# ---- dac_serial_rx ----
**src/rtl/dac_serial_rx_pkg.sv**
```systemverilog
// Shared constants and state encoding for the serial DAC receiver.
package dac_serial_rx_pkg;

    localparam int         FRAME_BITS_DEF = 16;
    localparam logic [7:0] CH1_ADDR       = 8'h00;
    localparam logic [7:0] CH2_ADDR       = 8'h01;

    typedef enum logic [1:0] {
        IDLE   = 2'd0,
        SHIFT  = 2'd1,
        COMMIT = 2'd2
    } state_e;

endpackage

```
**src/rtl/dac_serial_rx_sync_edge.sv**
```systemverilog
// Multi-flop synchronizer followed by a rise/fall detector on the synchronized value.
module sync_edge #(
    parameter int STAGES  = 2,
    parameter bit RST_VAL = 1'b0
) (
    input  logic clk,
    input  logic rst_n,
    input  logic din,
    output logic sync,
    output logic rise,
    output logic fall
);

    logic [STAGES-1:0] chain;
    logic              prev;

    // Shift the asynchronous input through the chain; remember the previous synced value.
    always_ff @(posedge clk) begin
        if (!rst_n) begin
            chain <= {STAGES{RST_VAL}};
            prev  <= RST_VAL;
        end else begin
            chain <= {chain[STAGES-2:0], din};
            prev  <= chain[STAGES-1];
        end
    end

    assign sync = chain[STAGES-1];
    assign rise = sync & ~prev;
    assign fall = ~sync & prev;

endmodule

```
**src/rtl/dac_serial_rx.sv**
```systemverilog
// Serial frame receiver: address+data frames shifted in on SCLK while LOAD_SHIFT is low.
module dac_serial_rx
    import dac_serial_rx_pkg::*;
#(
    parameter int SYNC_STAGES = 2,
    parameter int FRAME_BITS  = FRAME_BITS_DEF
) (
    input  logic       CLKOUT,
    input  logic       RST_N,
    input  logic       SCLK,
    input  logic       LOAD_SHIFT,
    input  logic       DI,
    output logic [7:0] CH1_DATA,
    output logic [7:0] CH2_DATA,
    output logic       FRAME_VALID,
    output logic [7:0] FRAME_ADDR,
    output logic       FRAME_ERR
);

    localparam int CW = $clog2(FRAME_BITS + 2);
    localparam logic [CW-1:0] CNT_FULL = CW'(FRAME_BITS);
    localparam logic [CW-1:0] CNT_SAT  = CW'(FRAME_BITS + 1);

    logic sclk_sync_unused, sclk_rise, sclk_fall_unused;
    logic di_sync, di_rise_unused, di_fall_unused;
    logic ls_sync, ls_rise, ls_fall;

    sync_edge #(.STAGES(SYNC_STAGES), .RST_VAL(1'b0)) u_sclk (
        .clk(CLKOUT), .rst_n(RST_N), .din(SCLK),
        .sync(sclk_sync_unused), .rise(sclk_rise), .fall(sclk_fall_unused)
    );

    sync_edge #(.STAGES(SYNC_STAGES), .RST_VAL(1'b0)) u_di (
        .clk(CLKOUT), .rst_n(RST_N), .din(DI),
        .sync(di_sync), .rise(di_rise_unused), .fall(di_fall_unused)
    );

    sync_edge #(.STAGES(SYNC_STAGES), .RST_VAL(1'b1)) u_ls (
        .clk(CLKOUT), .rst_n(RST_N), .din(LOAD_SHIFT),
        .sync(ls_sync), .rise(ls_rise), .fall(ls_fall)
    );

    state_e                state, state_nxt;
    logic [FRAME_BITS-1:0] shreg;
    logic [CW-1:0]         cnt;
    logic [SYNC_STAGES-1:0] warm;
    logic                  armed;
    logic                  start, sample, commit;
    logic [7:0]            addr, data;
    logic                  full;

    // The synchronizer's reset value of LOAD_SHIFT is not a real observation, so a
    // frame start is only honoured after the pin itself has been seen high.
    always_ff @(posedge CLKOUT) begin
        if (!RST_N) begin
            warm  <= '0;
            armed <= 1'b0;
        end else begin
            warm <= {warm[SYNC_STAGES-2:0], 1'b1};
            if (warm[SYNC_STAGES-1] && ls_sync)
                armed <= 1'b1;
        end
    end

    // State register.
    always_ff @(posedge CLKOUT) begin
        if (!RST_N) state <= IDLE;
        else        state <= state_nxt;
    end

    // Next-state logic.
    always_comb begin
        state_nxt = state;
        case (state)
            IDLE:    if (ls_fall && armed) state_nxt = SHIFT;
            SHIFT:   if (ls_rise)          state_nxt = COMMIT;
            COMMIT:                        state_nxt = IDLE;
            default:                       state_nxt = IDLE;
        endcase
    end

    // State decode: frame start clear, bit sample strobe, commit strobe.
    always_comb begin
        start  = 1'b0;
        sample = 1'b0;
        commit = 1'b0;
        case (state)
            IDLE:    start  = ls_fall & armed;
            SHIFT:   sample = sclk_rise & ~ls_sync;
            COMMIT:  commit = 1'b1;
            default: ;
        endcase
    end

    // Shift register and saturating bit counter.
    always_ff @(posedge CLKOUT) begin
        if (!RST_N || start) begin
            shreg <= '0;
            cnt   <= '0;
        end else if (sample) begin
            shreg <= {shreg[FRAME_BITS-2:0], di_sync};
            if (cnt != CNT_SAT) cnt <= cnt + 1'b1;
        end
    end

    assign addr = shreg[FRAME_BITS-1 -: 8];
    assign data = shreg[7:0];
    assign full = (cnt >= CNT_FULL);

    // Frame decision registered in the cycle after COMMIT.
    always_ff @(posedge CLKOUT) begin
        if (!RST_N) begin
            CH1_DATA    <= 8'h00;
            CH2_DATA    <= 8'h00;
            FRAME_ADDR  <= 8'h00;
            FRAME_VALID <= 1'b0;
            FRAME_ERR   <= 1'b0;
        end else begin
            FRAME_VALID <= 1'b0;
            FRAME_ERR   <= 1'b0;
            if (commit) begin
                FRAME_ADDR <= addr;
                if (full && addr == CH1_ADDR) begin
                    CH1_DATA    <= data;
                    FRAME_VALID <= 1'b1;
                end else if (full && addr == CH2_ADDR) begin
                    CH2_DATA    <= data;
                    FRAME_VALID <= 1'b1;
                end else begin
                    FRAME_ERR <= 1'b1;
                end
            end
        end
    end

endmodule

```
**config.mk**
```make
export PLATFORM = sky130hd
export DESIGN_NAME = dac_serial_rx
export DESIGN_NICKNAME = d
export VERILOG_FILES = /design/src/rtl/dac_serial_rx_pkg.sv /design/src/rtl/dac_serial_rx_sync_edge.sv /design/src/rtl/dac_serial_rx.sv
export SDC_FILE = /design/constraint.sdc
export NUM_CORES = 1
export LEC_CHECK = 0
export ABC_AREA = 1
export CELL_PAD_IN_SITES_DETAIL_PLACEMENT = 0
export CELL_PAD_IN_SITES_GLOBAL_PLACEMENT = 1
export CORE_AREA = 2 2 81 83
export DETAILED_ROUTE_END_ITERATION = 12
export DIE_AREA = 0 0 83 85
export GPL_TIMING_DRIVEN = 0
export PLACE_DENSITY_LB_ADDON = 0.1
export SYNTH_ARGS = -nofsm -noshare
export SYNTH_HDL_FRONTEND = slang
export SYNTH_SLANG_ARGS = --single-unit
```
**constraint.sdc**
```tcl
create_clock -name CLKOUT -period 1.6 [get_ports CLKOUT]
set_input_delay 0.16 -clock CLKOUT [delete_from_list [all_inputs] [get_ports CLKOUT]]
set_output_delay 0.16 -clock CLKOUT [all_outputs]
set_load 0.02 [all_outputs]
```
==> dac_serial_rx/class_map.png <==
Bar = 20 um.
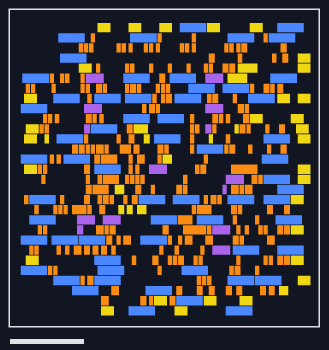
remaining logic cells -> orange  # cells 245, share of their area 39%
sequential cells -> blue  # cells 60, share of their area 42%
clock drivers and dummy loads -> purple  # cells 14, share of their area 5.4%
remaining buffers and delay cells -> yellow  # cells 43, share of their area 14%
final core utilization: 0.479
Rows: 29
sequential cell area share: 0.405
design area: 2970 um^2

==> impl_metrics.py <==
# Generated from Yosys and OpenROAD reports
metrics = {
    "outcome": {
        "status": "completed",
    },
    "cells_and_area": {
        "num_antenna_cells": 0,
        "stdcell_count": 439,
        "top_register": "shreg",
        "flops": 60,
    },
    "sta": {
        "rsz0062_at_grt": "no",
        "period_minus_slack_ns": 1.45,
        "setup_violations": 0,
    },
    "floorplanning": {
        "core_um2": 6200,
        "die_h_um": 85,
    },
    "cts": {
        "cts_hold_buf": 0,
        "cts_setup_buffers": 0,
    },
    "placed_design": {
        "port_buffers": 30,
        "post-dp-hpwl_mm": 3.47,
    },
    "power": {
        "power_combinational_mw": 0.0604,
    },
    "routing": {
        "ant_nets": 0,
    },
}
==> dac_serial_rx/clock_wires.png <==
Bar = 20 um.
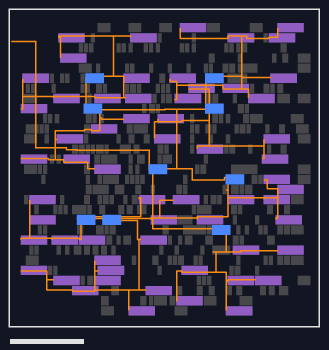
flip-flops -> purple  # count 60
clock-net drivers -> blue  # count 9
clock wires -> orange  # length 793 um
flops lie = spread over the die
clock skew: 0.00751 ns
Clock Latency Late Sink: 0.32 ns


# ---- clk_freq_monitor ----
==> clk_freq_monitor/gates.png <==
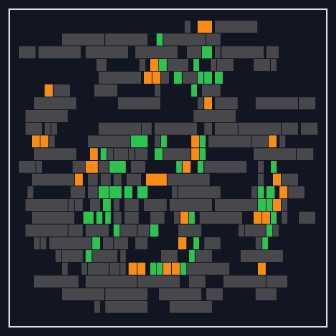
==> clk_freq_monitor/placed.png <==
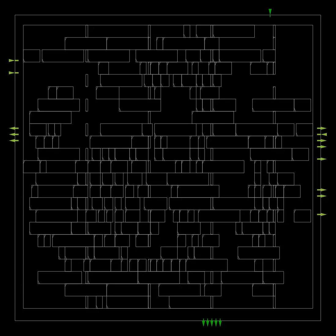
[src/rtl/clk_freq_monitor.sv]
// Core-clock frequency monitor and lock detector.
// Counts core cycles over REF_EDGES reference rising edges, checks each
// count against EXPECTED +/- TOLERANCE and derives locked / fault status.
// ref_in is asynchronous and is only ever sampled through the synchronizer.
module clk_freq_monitor #(
    parameter int REF_EDGES    = 32,
    parameter int EXPECTED     = 100,
    parameter int TOLERANCE    = 2,
    parameter int LOCK_WINDOWS = 4,
    parameter int CNT_WIDTH    = 12
) (
    input  logic                 clock,
    input  logic                 reset,
    input  logic                 ref_in,
    input  logic                 fault_clear,
    output logic                 locked,
    output logic                 fault,
    output logic [CNT_WIDTH-1:0] meas_count,
    output logic                 meas_valid
);

    localparam int EW = $clog2(REF_EDGES + 1);
    localparam int GW = $clog2(LOCK_WINDOWS + 1);

    localparam logic [CNT_WIDTH-1:0] TMO_CNT  = CNT_WIDTH'(2 * EXPECTED);
    localparam logic [CNT_WIDTH-1:0] TMO_LAST = CNT_WIDTH'(2 * EXPECTED - 1);
    localparam logic [CNT_WIDTH-1:0] LO_LIM   =
        CNT_WIDTH'((EXPECTED > TOLERANCE) ? (EXPECTED - TOLERANCE) : 0);
    localparam logic [CNT_WIDTH-1:0] HI_LIM   = CNT_WIDTH'(EXPECTED + TOLERANCE);
    localparam logic [EW-1:0]        EDGE_LAST = EW'(REF_EDGES - 1);
    localparam logic [GW-1:0]        GOOD_MAX  = GW'(LOCK_WINDOWS);
    localparam logic [GW-1:0]        GOOD_PRE  = GW'(LOCK_WINDOWS - 1);

    typedef enum logic {SEEK, MEASURE} state_t;

    state_t                 state_q;
    logic                   s1_q, s2_q, s3_q, edge_q;
    logic [CNT_WIDTH-1:0]   cyc_q;
    logic [EW-1:0]          ecnt_q;
    logic [CNT_WIDTH-1:0]   meas_count_q;
    logic                   meas_valid_q;
    logic                   eval_good_q;
    logic [GW-1:0]          good_q;
    logic                   locked_q, fault_q;

    logic [CNT_WIDTH-1:0]   win_cnt_d;
    logic                   win_good_d;

    // Count for a window closing this cycle includes the closing cycle itself.
    assign win_cnt_d  = cyc_q + 1'b1;
    assign win_good_d = (win_cnt_d >= LO_LIM) && (win_cnt_d <= HI_LIM);

    // Two-flop synchronizer, history flop and registered rising-edge pulse.
    always_ff @(posedge clock or posedge reset) begin
        if (reset) begin
            s1_q   <= 1'b0;
            s2_q   <= 1'b0;
            s3_q   <= 1'b0;
            edge_q <= 1'b0;
        end else begin
            s1_q   <= ref_in;
            s2_q   <= s1_q;
            s3_q   <= s2_q;
            edge_q <= s2_q & ~s3_q;
        end
    end

    // Window FSM: seek first edge, then back-to-back windows until timeout.
    always_ff @(posedge clock or posedge reset) begin
        if (reset) begin
            state_q      <= SEEK;
            cyc_q        <= '0;
            ecnt_q       <= '0;
            meas_count_q <= '0;
            meas_valid_q <= 1'b0;
            eval_good_q  <= 1'b0;
        end else begin
            meas_valid_q <= 1'b0;
            case (state_q)
                SEEK: begin
                    cyc_q  <= '0;
                    ecnt_q <= '0;
                    if (edge_q) state_q <= MEASURE;
                end
                MEASURE: begin
                    if (cyc_q == TMO_LAST) begin
                        // Timeout beats a coincident edge; restart from SEEK.
                        meas_count_q <= TMO_CNT;
                        meas_valid_q <= 1'b1;
                        eval_good_q  <= 1'b0;
                        cyc_q        <= '0;
                        ecnt_q       <= '0;
                        state_q      <= SEEK;
                    end else if (edge_q && (ecnt_q == EDGE_LAST)) begin
                        // Close and start the next window on the same cycle.
                        meas_count_q <= win_cnt_d;
                        meas_valid_q <= 1'b1;
                        eval_good_q  <= win_good_d;
                        cyc_q        <= '0;
                        ecnt_q       <= '0;
                    end else begin
                        cyc_q <= cyc_q + 1'b1;
                        if (edge_q) ecnt_q <= ecnt_q + 1'b1;
                    end
                end
                default: state_q <= SEEK;
            endcase
        end
    end

    // Lock tracking and sticky fault, one cycle behind the evaluation.
    always_ff @(posedge clock or posedge reset) begin
        if (reset) begin
            good_q   <= '0;
            locked_q <= 1'b0;
            fault_q  <= 1'b0;
        end else begin
            if (meas_valid_q) begin
                if (eval_good_q) begin
                    if (good_q != GOOD_MAX) good_q <= good_q + 1'b1;
                    if (good_q >= GOOD_PRE) locked_q <= 1'b1;
                end else begin
                    good_q   <= '0;
                    locked_q <= 1'b0;
                end
            end
            // A fault being set outranks a simultaneous clear.
            if (meas_valid_q && !eval_good_q && locked_q) fault_q <= 1'b1;
            else if (fault_clear)                       fault_q <= 1'b0;
        end
    end

    assign locked     = locked_q;
    assign fault      = fault_q;
    assign meas_count = meas_count_q;
    assign meas_valid = meas_valid_q;

endmodule

[config.mk]
export PLATFORM = sky130hd
export DESIGN_NAME = clk_freq_monitor
export DESIGN_NICKNAME = d
export VERILOG_FILES = /design/src/rtl/clk_freq_monitor.sv
export SDC_FILE = /design/constraint.sdc
export NUM_CORES = 1
export LEC_CHECK = 0
export CORE_MARGIN = 1.5
export CORE_UTILIZATION = 45
export DETAILED_ROUTE_END_ITERATION = 10
export PLACE_DENSITY = 0.66
export SYNTH_ARGS = -nofsm -noshare
export SYNTH_HDL_FRONTEND = slang
export SYNTH_SLANG_ARGS = --single-unit
[constraint.sdc]
create_clock -name clock -period 1.9 [get_ports clock]
set_input_delay 0.38 -clock clock [delete_from_list [all_inputs] [get_ports clock]]
set_output_delay 0.38 -clock clock [all_outputs]
set_load 0.01 [all_outputs]
==> impl_metrics.py <==
# Generated from Yosys and OpenROAD reports
metrics = {
    "outcome": {
        "status": "completed",
    },
    "routing": {
        "wl_met2_mm": 1.68,
    },
    "sta": {
        "fin_hold_ws_ns": 0.354,
        "slew-limit-headroom": 0.663,
        "period_minus_slack_ns": 1.78,
        "max_freq_ghz": 0.561,
        "worst_slack_ns": 0.117,
    },
    "worst_setup_path": {
        "crit_path_max_fanout": 7,
        "crit_type": "flip-flop to flip-flop",
        "cp.buffers_inverters": 0,
        "cp_slowest_cell": "dfrtp_1",
        "endpoint": "eval_good_q",
    },
    "hold_path": {
        "whs_path_depth": 0,
    },
    "cells_and_area": {
        "layout_top_cells": "dfrtp_1, nand2_1, nor2_1",
        "final_area_um2": 2260,
        "nClkBuffers": 6,
    },
    "power": {
        "p_seq_mw": 1.09,
        "clockPowerShare": 0.324,
        "p_switching_mw": 0.600,
        "power_combinational_mw": 0.378,
        "p_leak_nw": 0.990,
        "switching_share": 0.276,
        "seqPwrFrac": 0.502,
        "power_frac_comb": 0.174,
    },
    "global_route": {
        "antenna_found_initial": 0,
        "grt_use_met2": 0.295,
        "grt_pass1_vias": 1389,
        "grt_pass1_wl_mm": 6.38,
    },
    "logic_synthesis": {
        "ys_sh_mux": 0.00534,
        "top_area_cell": "dfrtp_1",
        "topCellsByArea": "dfrtp_1, nand2_1, nor2_1",
        "simple_gate_area_frac": 0.221,
        "syn-cell-area_um2": 1870,
        "floorplan.nets": 202,
        "synth_seq_share": 0.561,
    },
    "placed_design": {
        "post-dp-hpwl_mm": 2.64,
        "place.gp.congestion": 0.874,
    },
    "cts": {
        "cts_hold_buf": 0,
        "cts_root_buf": "clkbuf_8",
        "htreeDepth": 2,
    },
}
Notes on clk_freq_monitor/gates.png above:
nand cells -> green  # cells 44, most used nand2_1
aoi and oai cells -> orange  # cells 28, most used o21ai_0, where spread over the die
Top cell excl fill/tap: dfrtp_1
non-filler cells, final: 267
logic share of the area: 0.347

Notes on clk_freq_monitor/placed.png above:
core area: 4000 um^2
final core utilization: 0.566
sequential cell area share: 0.465


# ---- thread_fetch_scheduler ----
==> thread_fetch_scheduler/m2.png <==
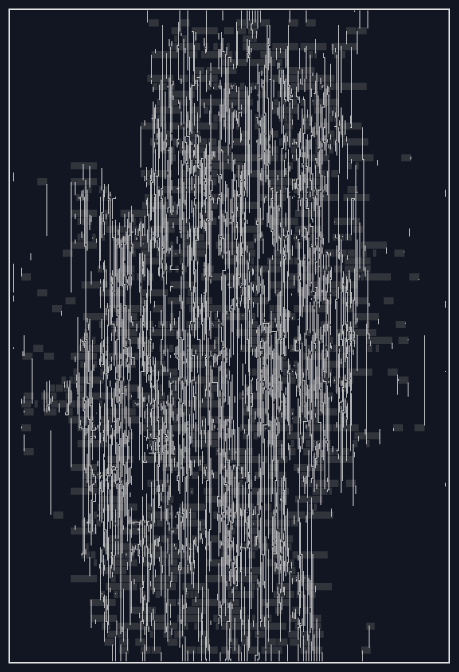
==> thread_fetch_scheduler/class_map.png <==
Bar = 50 um.
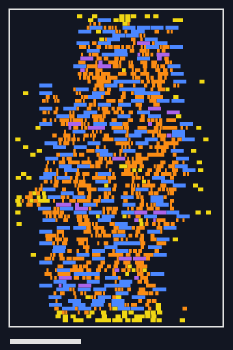
**config.mk**
```make
export PLATFORM = sky130hd
export DESIGN_NAME = thread_fetch_scheduler
export DESIGN_NICKNAME = d
export VERILOG_FILES = /design/src/rtl/thread_fetch_scheduler.sv
export SDC_FILE = /design/constraint.sdc
export NUM_CORES = 1
export LEC_CHECK = 0
export ABC_AREA = 0
export CORE_ASPECT_RATIO = 1.5
export CORE_MARGIN = 2
export CORE_UTILIZATION = 30
export DETAILED_ROUTE_END_ITERATION = 8
export SLEW_MARGIN = 10
export SYNTH_ARGS = -nofsm -noshare
export SYNTH_HDL_FRONTEND = slang
export SYNTH_SLANG_ARGS = --single-unit
```
**constraint.sdc**
```tcl
create_clock -name clk -period 11.2 [get_ports clk]
set_input_delay 1.12 -clock clk [delete_from_list [all_inputs] [get_ports clk]]
set_output_delay 1.12 -clock clk [all_outputs]
set_load 0.01 [all_outputs]
```
**src/rtl/thread_fetch_scheduler.sv**
```systemverilog
// Per-thread PC file with a rotating-priority thread picker that feeds the fetch stage.
// Optional macro THREAD_SCHED_STATS_EN adds a saturating idle-cycle counter output.
module thread_fetch_scheduler #(
  parameter int                    NUM_THREADS   = 4,
  parameter int                    ADDR_WIDTH    = 32,
  parameter logic [ADDR_WIDTH-1:0] RESET_PC      = '0,
  parameter logic [ADDR_WIDTH-1:0] THREAD_STRIDE = ADDR_WIDTH'(32'h0000_1000),
  localparam int                   TID_W         = $clog2(NUM_THREADS)
) (
  input  logic                   clk,
  input  logic                   rst,
  input  logic                   i_stall,
  input  logic                   i_redirect_valid,
  input  logic [TID_W-1:0]       i_redirect_thread,
  input  logic [ADDR_WIDTH-1:0]  i_redirect_target,
  input  logic                   i_block_valid,
  input  logic [TID_W-1:0]       i_block_thread,
  input  logic                   i_wake_valid,
  input  logic [TID_W-1:0]       i_wake_thread,
  output logic                   o_fetch_valid,
  output logic [ADDR_WIDTH-1:0]  o_fetch_pc,
  output logic [TID_W-1:0]       o_fetch_thread,
  output logic [NUM_THREADS-1:0] o_ready_mask
`ifdef THREAD_SCHED_STATS_EN
  ,
  output logic [31:0]            o_idle_cycles
`endif
);

  // Handshake: o_fetch_valid/pc/thread form a registered request; fetch applies
  // backpressure with i_stall, which freezes the request, all PCs and the rotation.

  logic [ADDR_WIDTH-1:0]  pc_q [NUM_THREADS];
  logic [NUM_THREADS-1:0] ready_q;
  logic [NUM_THREADS-1:0] ready_nxt;
  logic [NUM_THREADS-1:0] eligible;
  logic [TID_W-1:0]       last_tid;
  logic [TID_W-1:0]       cand;
  logic [TID_W-1:0]       win_tid;
  logic                   win_found;
  logic                   eff_block;

  // A wake naming the same thread cancels the block, so the thread stays eligible.
  assign eff_block = i_block_valid && !(i_wake_valid && (i_wake_thread == i_block_thread));

  always_comb begin
    eligible = '0;
    for (int t = 0; t < NUM_THREADS; t++) begin
      eligible[t] = ready_q[t]
                    && !(eff_block && (i_block_thread == TID_W'(t)))
                    && !(i_redirect_valid && (i_redirect_thread == TID_W'(t)));
    end
  end

  // Rotating priority starting just after the last winner; TID_W wrap gives the modulo.
  always_comb begin
    win_found = 1'b0;
    win_tid   = '0;
    cand      = '0;
    for (int k = 0; k < NUM_THREADS; k++) begin
      cand = last_tid + TID_W'(k + 1);
      if (!win_found && eligible[cand]) begin
        win_found = 1'b1;
        win_tid   = cand;
      end
    end
  end

  always_comb begin
    ready_nxt = ready_q;
    if (i_block_valid) ready_nxt[i_block_thread] = 1'b0;
    if (i_wake_valid)  ready_nxt[i_wake_thread]  = 1'b1;
  end

  always_ff @(posedge clk or posedge rst) begin
    if (rst) begin
      for (int t = 0; t < NUM_THREADS; t++) begin
        pc_q[t] <= RESET_PC + ADDR_WIDTH'(t) * THREAD_STRIDE;
      end
      ready_q        <= '1;
      last_tid       <= TID_W'(NUM_THREADS - 1);
      o_fetch_valid  <= 1'b0;
      o_fetch_pc     <= '0;
      o_fetch_thread <= '0;
    end else begin
      if (!i_stall) begin
        if (win_found) begin
          o_fetch_valid   <= 1'b1;
          o_fetch_pc      <= pc_q[win_tid];
          o_fetch_thread  <= win_tid;
          last_tid        <= win_tid;
          pc_q[win_tid]   <= pc_q[win_tid] + ADDR_WIDTH'(4);
        end else begin
          o_fetch_valid <= 1'b0;
        end
      end
      // A redirected thread is never the winner, but the later write also wins by order.
      if (i_redirect_valid) pc_q[i_redirect_thread] <= i_redirect_target;
      ready_q <= ready_nxt;
    end
  end

  assign o_ready_mask = ready_q;

`ifdef THREAD_SCHED_STATS_EN
  always_ff @(posedge clk or posedge rst) begin
    if (rst) begin
      o_idle_cycles <= '0;
    end else if (!i_stall && !win_found && (o_idle_cycles != 32'hFFFF_FFFF)) begin
      o_idle_cycles <= o_idle_cycles + 32'd1;
    end
  end
`endif

endmodule

```
==> impl_metrics.py <==
# Generated from Yosys and OpenROAD reports
metrics = {
    "sta": {
        "worst_slack_ns": 4.90,
        "rsz0062_at_grt": "no",
        "setup_tns_ns": 0,
    },
    "power": {
        "seqPwrFrac": 0.346,
        "p_int_mw": 1.81,
    },
    "worst_setup_path": {
        "critPathLaunch": "i_redirect_thread[0]",
        "cp.depth": 16,
    },
    "global_route": {
        "grtUsageMet1": 0.231,
        "globalRoute.totalOverflow": 0,
    },
    "cells_and_area": {
        "layout_top_cells": "nand2_1, dfrtp_1, o21ai_0",
        "largest_reg_flops": 128,
        "final_nets": 1226,
        "nMultiInputCombCells": 879,
        "largest_class": "combinational gates",
    },
    "floorplanning": {
        "fp.dieW_um": 150,
        "core_um2": 31700,
    },
    "outcome": {
        "status": "completed",
    },
    "routing": {
        "remaining_drc_errors": 0,
        "vias_per_cell": 5.53,
    },
    "logic_synthesis": {
        "netlist_instances": 1136,
        "synth-edff-count": 0,
    },
    "cts": {
        "cts_buffers": 17,
    },
    "hold_path": {
        "whs_path_depth": 2,
    },
    "placed_design": {
        "port_buffers": 82,
    },
}
Notes on thread_fetch_scheduler/m2.png above:
share of all routed wire = 50%
longest straight run = 116 um
final WL: 32.7 mm
Global Route met2 Usage: 0.336
detailed-route via count: 8875

Notes on thread_fetch_scheduler/class_map.png above:
remaining buffers and delay cells -> yellow  # cells 106, share of their area 9.2%
remaining logic cells -> orange  # cells 887, share of their area 47%
clock drivers and dummy loads -> purple  # cells 32, share of their area 4.9%
sequential cells -> blue  # cells 169, share of their area 39%
final core utilization: 0.358
Rows: 80


# ---- interval_countdown_timer_flat ----
==> interval_countdown_timer_flat/placed.png <==
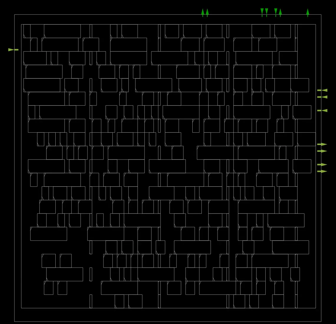
==> interval_countdown_timer_flat/clock_wires.png <==
Bar = 20 um.
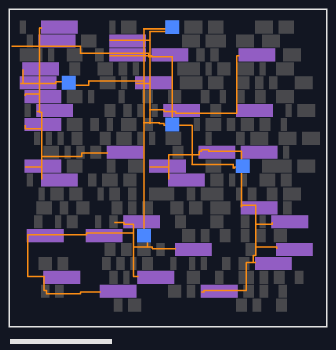
==> interval_countdown_timer_flat/gates.png <==
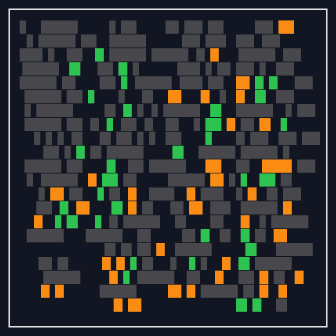
**src/rtl/interval_countdown_timer_if.sv**
```systemverilog
// Bundles the start request, the countdown value and the timer status outputs
// between the parameter selector, the timer and the anti-theft FSM.
interface interval_countdown_timer_if #(
    parameter int CNT_W = 4
);
    logic [CNT_W-1:0] value;
    logic             start_timer;
    logic             one_hz_enable;
    logic             two_hz_enable;
    logic             expired;
    logic             busy;
    logic [CNT_W-1:0] remaining;

    modport master (
        output value,
        output start_timer,
        input  one_hz_enable,
        input  two_hz_enable,
        input  expired,
        input  busy,
        input  remaining
    );

    modport slave (
        input  value,
        input  start_timer,
        output one_hz_enable,
        output two_hz_enable,
        output expired,
        output busy,
        output remaining
    );
endinterface

```
**src/rtl/interval_countdown_timer.sv**
```systemverilog
// Seconds countdown timer with free-running 1 Hz / 2 Hz enables; a start
// request resyncs the prescaler so the first second is always a full one.
//
//  state  | meaning
//  S_IDLE | after reset, nothing counting
//  S_RUN  | counting down, remaining holds seconds left
//  S_DONE | countdown finished, expired held until next start or reset
module interval_countdown_timer #(
    parameter int CLK_HZ = 100_000_000,
    parameter int CNT_W  = 4
) (
    input  logic                        clock,
    input  logic                        reset,
    interval_countdown_timer_if.slave   bus
);
    localparam int HALF = CLK_HZ / 2;
    localparam int PW   = (HALF > 1) ? $clog2(HALF) : 1;
    localparam logic [PW-1:0] LAST = PW'(HALF - 1);

    typedef enum logic [1:0] {
        S_IDLE,
        S_RUN,
        S_DONE
    } state_t;

    state_t           r_state;
    logic [PW-1:0]    r_prescaler;
    logic             r_phase;
    logic [CNT_W-1:0] r_remaining;
    logic             r_busy;
    logic             r_expired;

    logic w_two_hz;
    logic w_one_hz;

    assign w_two_hz = (r_prescaler == LAST);
    assign w_one_hz = w_two_hz & r_phase;

    always_ff @(posedge clock) begin
        if (reset || bus.start_timer) begin
            r_prescaler <= '0;
            r_phase     <= 1'b0;
        end else if (w_two_hz) begin
            r_prescaler <= '0;
            r_phase     <= ~r_phase;
        end else begin
            r_prescaler <= r_prescaler + PW'(1);
        end
    end

    // A start always wins over a coincident 1 Hz tick: reload, no decrement.
    always_ff @(posedge clock) begin
        if (reset) begin
            r_state     <= S_IDLE;
            r_remaining <= '0;
            r_busy      <= 1'b0;
            r_expired   <= 1'b0;
        end else if (bus.start_timer) begin
            if (bus.value == '0) begin
                r_state     <= S_DONE;
                r_remaining <= '0;
                r_busy      <= 1'b0;
                r_expired   <= 1'b1;
            end else begin
                r_state     <= S_RUN;
                r_remaining <= bus.value;
                r_busy      <= 1'b1;
                r_expired   <= 1'b0;
            end
        end else begin
            case (r_state)
                S_RUN: begin
                    if (w_one_hz) begin
                        if (r_remaining > CNT_W'(1)) begin
                            r_remaining <= r_remaining - CNT_W'(1);
                        end else begin
                            r_state     <= S_DONE;
                            r_remaining <= '0;
                            r_busy      <= 1'b0;
                            r_expired   <= 1'b1;
                        end
                    end
                end
                default: begin
                    r_state <= r_state;
                end
            endcase
        end
    end

    assign bus.two_hz_enable = w_two_hz;
    assign bus.one_hz_enable = w_one_hz;
    assign bus.busy          = r_busy;
    assign bus.expired       = r_expired;
    assign bus.remaining     = r_remaining;
endmodule

```
**src/flat_wrapper.sv**
```systemverilog
// flat-port wrapper written by rule: the top's interface ports become plain ports
module interval_countdown_timer_flat 
#(
    parameter int CLK_HZ = 100_000_000,
    parameter int CNT_W  = 4
)
  (clock, reset, bus_value, bus_start_timer, bus_one_hz_enable, bus_two_hz_enable, bus_expired, bus_busy, bus_remaining);
  interval_countdown_timer_if #(.CNT_W(CNT_W)) bus_i ();
  input  logic clock;
  input  logic reset;
  input wire logic [$bits(bus_i.value)-1:0] bus_value;
  input wire logic [$bits(bus_i.start_timer)-1:0] bus_start_timer;
  output wire logic [$bits(bus_i.one_hz_enable)-1:0] bus_one_hz_enable;
  output wire logic [$bits(bus_i.two_hz_enable)-1:0] bus_two_hz_enable;
  output wire logic [$bits(bus_i.expired)-1:0] bus_expired;
  output wire logic [$bits(bus_i.busy)-1:0] bus_busy;
  output wire logic [$bits(bus_i.remaining)-1:0] bus_remaining;
  assign bus_i.value = bus_value;
  assign bus_i.start_timer = bus_start_timer;
  assign bus_one_hz_enable = bus_i.one_hz_enable;
  assign bus_two_hz_enable = bus_i.two_hz_enable;
  assign bus_expired = bus_i.expired;
  assign bus_busy = bus_i.busy;
  assign bus_remaining = bus_i.remaining;
  interval_countdown_timer #(.CLK_HZ(CLK_HZ), .CNT_W(CNT_W)) u_core (.clock(clock), .reset(reset), .bus(bus_i));
endmodule
```
**config.mk**
```make
export PLATFORM = sky130hd
export DESIGN_NAME = interval_countdown_timer_flat
export DESIGN_NICKNAME = d
export VERILOG_FILES = /design/src/rtl/interval_countdown_timer_if.sv /design/src/rtl/interval_countdown_timer.sv /design/src/flat_wrapper.sv
export SDC_FILE = /design/constraint.sdc
export NUM_CORES = 1
export LEC_CHECK = 0
export CELL_PAD_IN_SITES_DETAIL_PLACEMENT = 1
export CELL_PAD_IN_SITES_GLOBAL_PLACEMENT = 1
export CORE_MARGIN = 1
export CORE_UTILIZATION = 46
export CTS_CLUSTER_SIZE = 25
export DETAILED_ROUTE_END_ITERATION = 7
export GPL_TIMING_DRIVEN = 0
export PLACE_DENSITY_LB_ADDON = 0.08
export SETUP_SLACK_MARGIN = 0.15
export SKIP_CTS_REPAIR_TIMING = 1
export SLEW_MARGIN = 20
export SYNTH_ARGS = -nofsm -noshare
export SYNTH_HDL_FRONTEND = slang
export SYNTH_SLANG_ARGS = --single-unit
```
**constraint.sdc**
```tcl
create_clock -name clock -period 4.09 [get_ports clock]
set_input_delay 0.409 -clock clock [delete_from_list [all_inputs] [get_ports clock]]
set_output_delay 0.409 -clock clock [all_outputs]
set_load 0.02 [all_outputs]
```
==> impl_metrics.py <==
# Generated from Yosys and OpenROAD reports
metrics = {
    "outcome": {
        "status": "completed",
    },
    "floorplanning": {
        "fp.dieW_um": 61.8,
        "fp_util": 0.486,
    },
    "routing": {
        "first_iter_violations": 49,
        "met3WireLength_um": 110,
        "wl_met2_mm": 2.17,
        "first_pass_iters": 4,
    },
    "sta": {
        "period_minus_slack_ns": 3.43,
        "rsz0062_at_grt": "no",
        "slew_viol_final": 0,
        "setup_tns_ns": 0,
    },
    "cells_and_area": {
        "inv_count": 6,
        "layout-drive-gt1-share": 0.0607,
        "register_area_um2": 661,
        "nClkBuffers": 6,
        "comb_area_um2": 930,
        "flops": 33,
    },
    "worst_setup_path": {
        "critical-path-max-stage-delay_ns": 0.59,
        "cp.buffers_inverters": 2,
        "r2r-end": "u_core.r_prescaler[2]",
        "crit_path_max_fanout": 10,
        "r2r_cells": 7,
        "critPathLaunch": "u_core.r_prescaler[0]",
    },
    "power": {
        "p_leak_nw": 0.574,
        "power_frac_comb": 0.083,
        "p_per_area_nw_per_um2": 292,
        "p_int_mw": 0.413,
    },
    "global_route": {
        "top_usage_layer": "met2",
        "globalRoute.totalOverflow": 0,
        "grt_pass1_wl_mm": 7.03,
    },
    "logic_synthesis": {
        "ys_warn_count": 0,
        "floorplan.nets": 202,
    },
    "hold_path": {
        "hold_path_class": "flip-flop to flip-flop",
        "whs_endpoint": "u_core.r_prescaler[25]",
    },
    "cts": {
        "clockBufferDepth": 2,
    },
}
## Picture notes: interval_countdown_timer_flat/placed.png
non-filler cells, final: 260
final core utilization: 0.559

## Picture notes: interval_countdown_timer_flat/clock_wires.png
clock wires -> orange  # length 422 um
clock-net drivers -> blue  # count 5
flip-flops -> purple  # count 33
flops lie = spread over the die
clock group power: 0.176 mW
Clock Latency Late Sink: 0.34 ns
clock skew: 0.00528 ns
clock network fraction of total power: 0.318

## Picture notes: interval_countdown_timer_flat/gates.png
aoi and oai cells -> orange  # cells 39, most used a21oi_1, where spread over the die
nand cells -> green  # cells 35, most used nand2_1
logic share of the area: 0.490
Top cell excl fill/tap: dfxtp_1



==> gallery <==
Metal 2.
shot_01.png
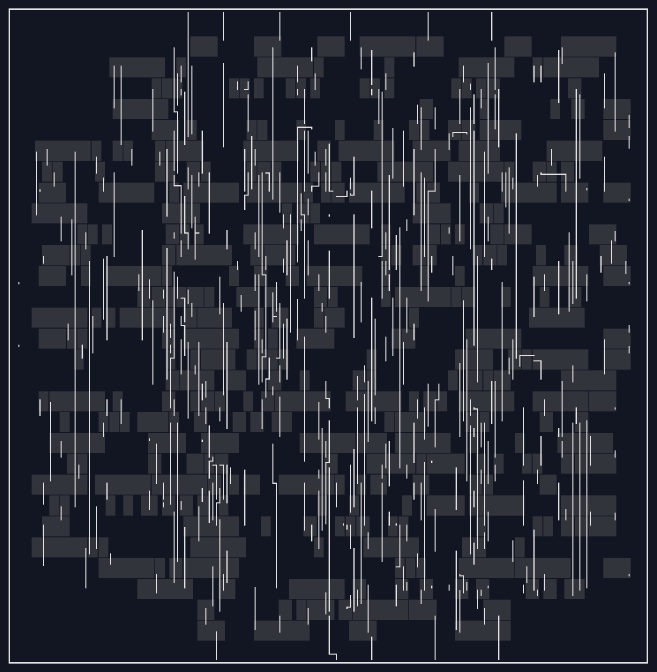
shot_02.png
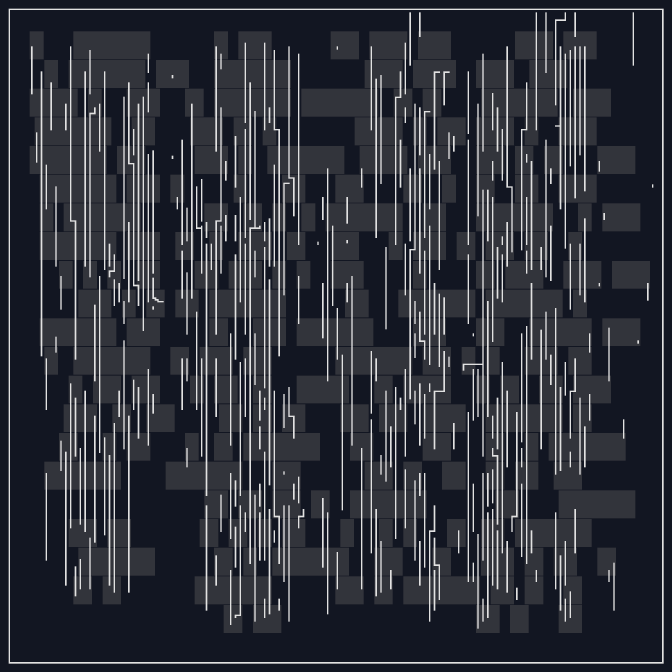
shot_03.png
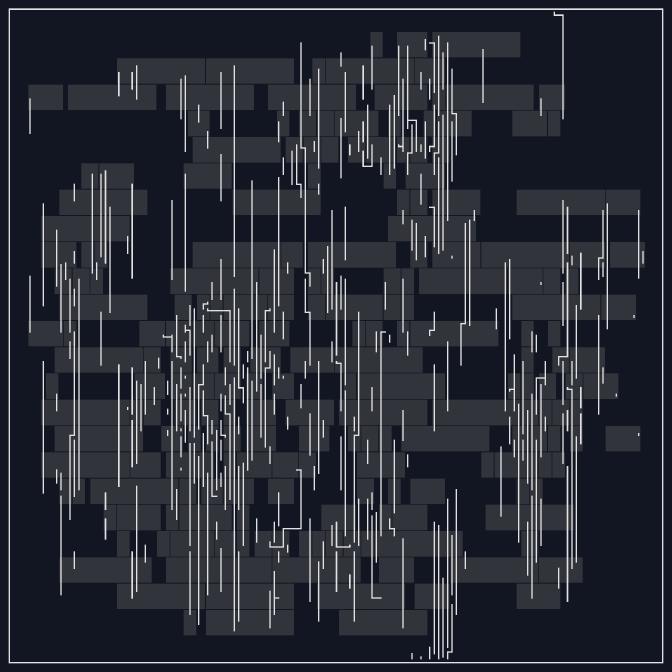
| picture | from |
|---|---|
| shot_02.png | interval_countdown_timer_flat |
| shot_03.png | clk_freq_monitor |
| shot_01.png | dac_serial_rx |

Key to shot_03.png:
nets with wire on the layer = 195
wire length on this layer = 1680 um
main direction = vertical

Power figures rest on the tool's default switching activity, not on a simulated workload.
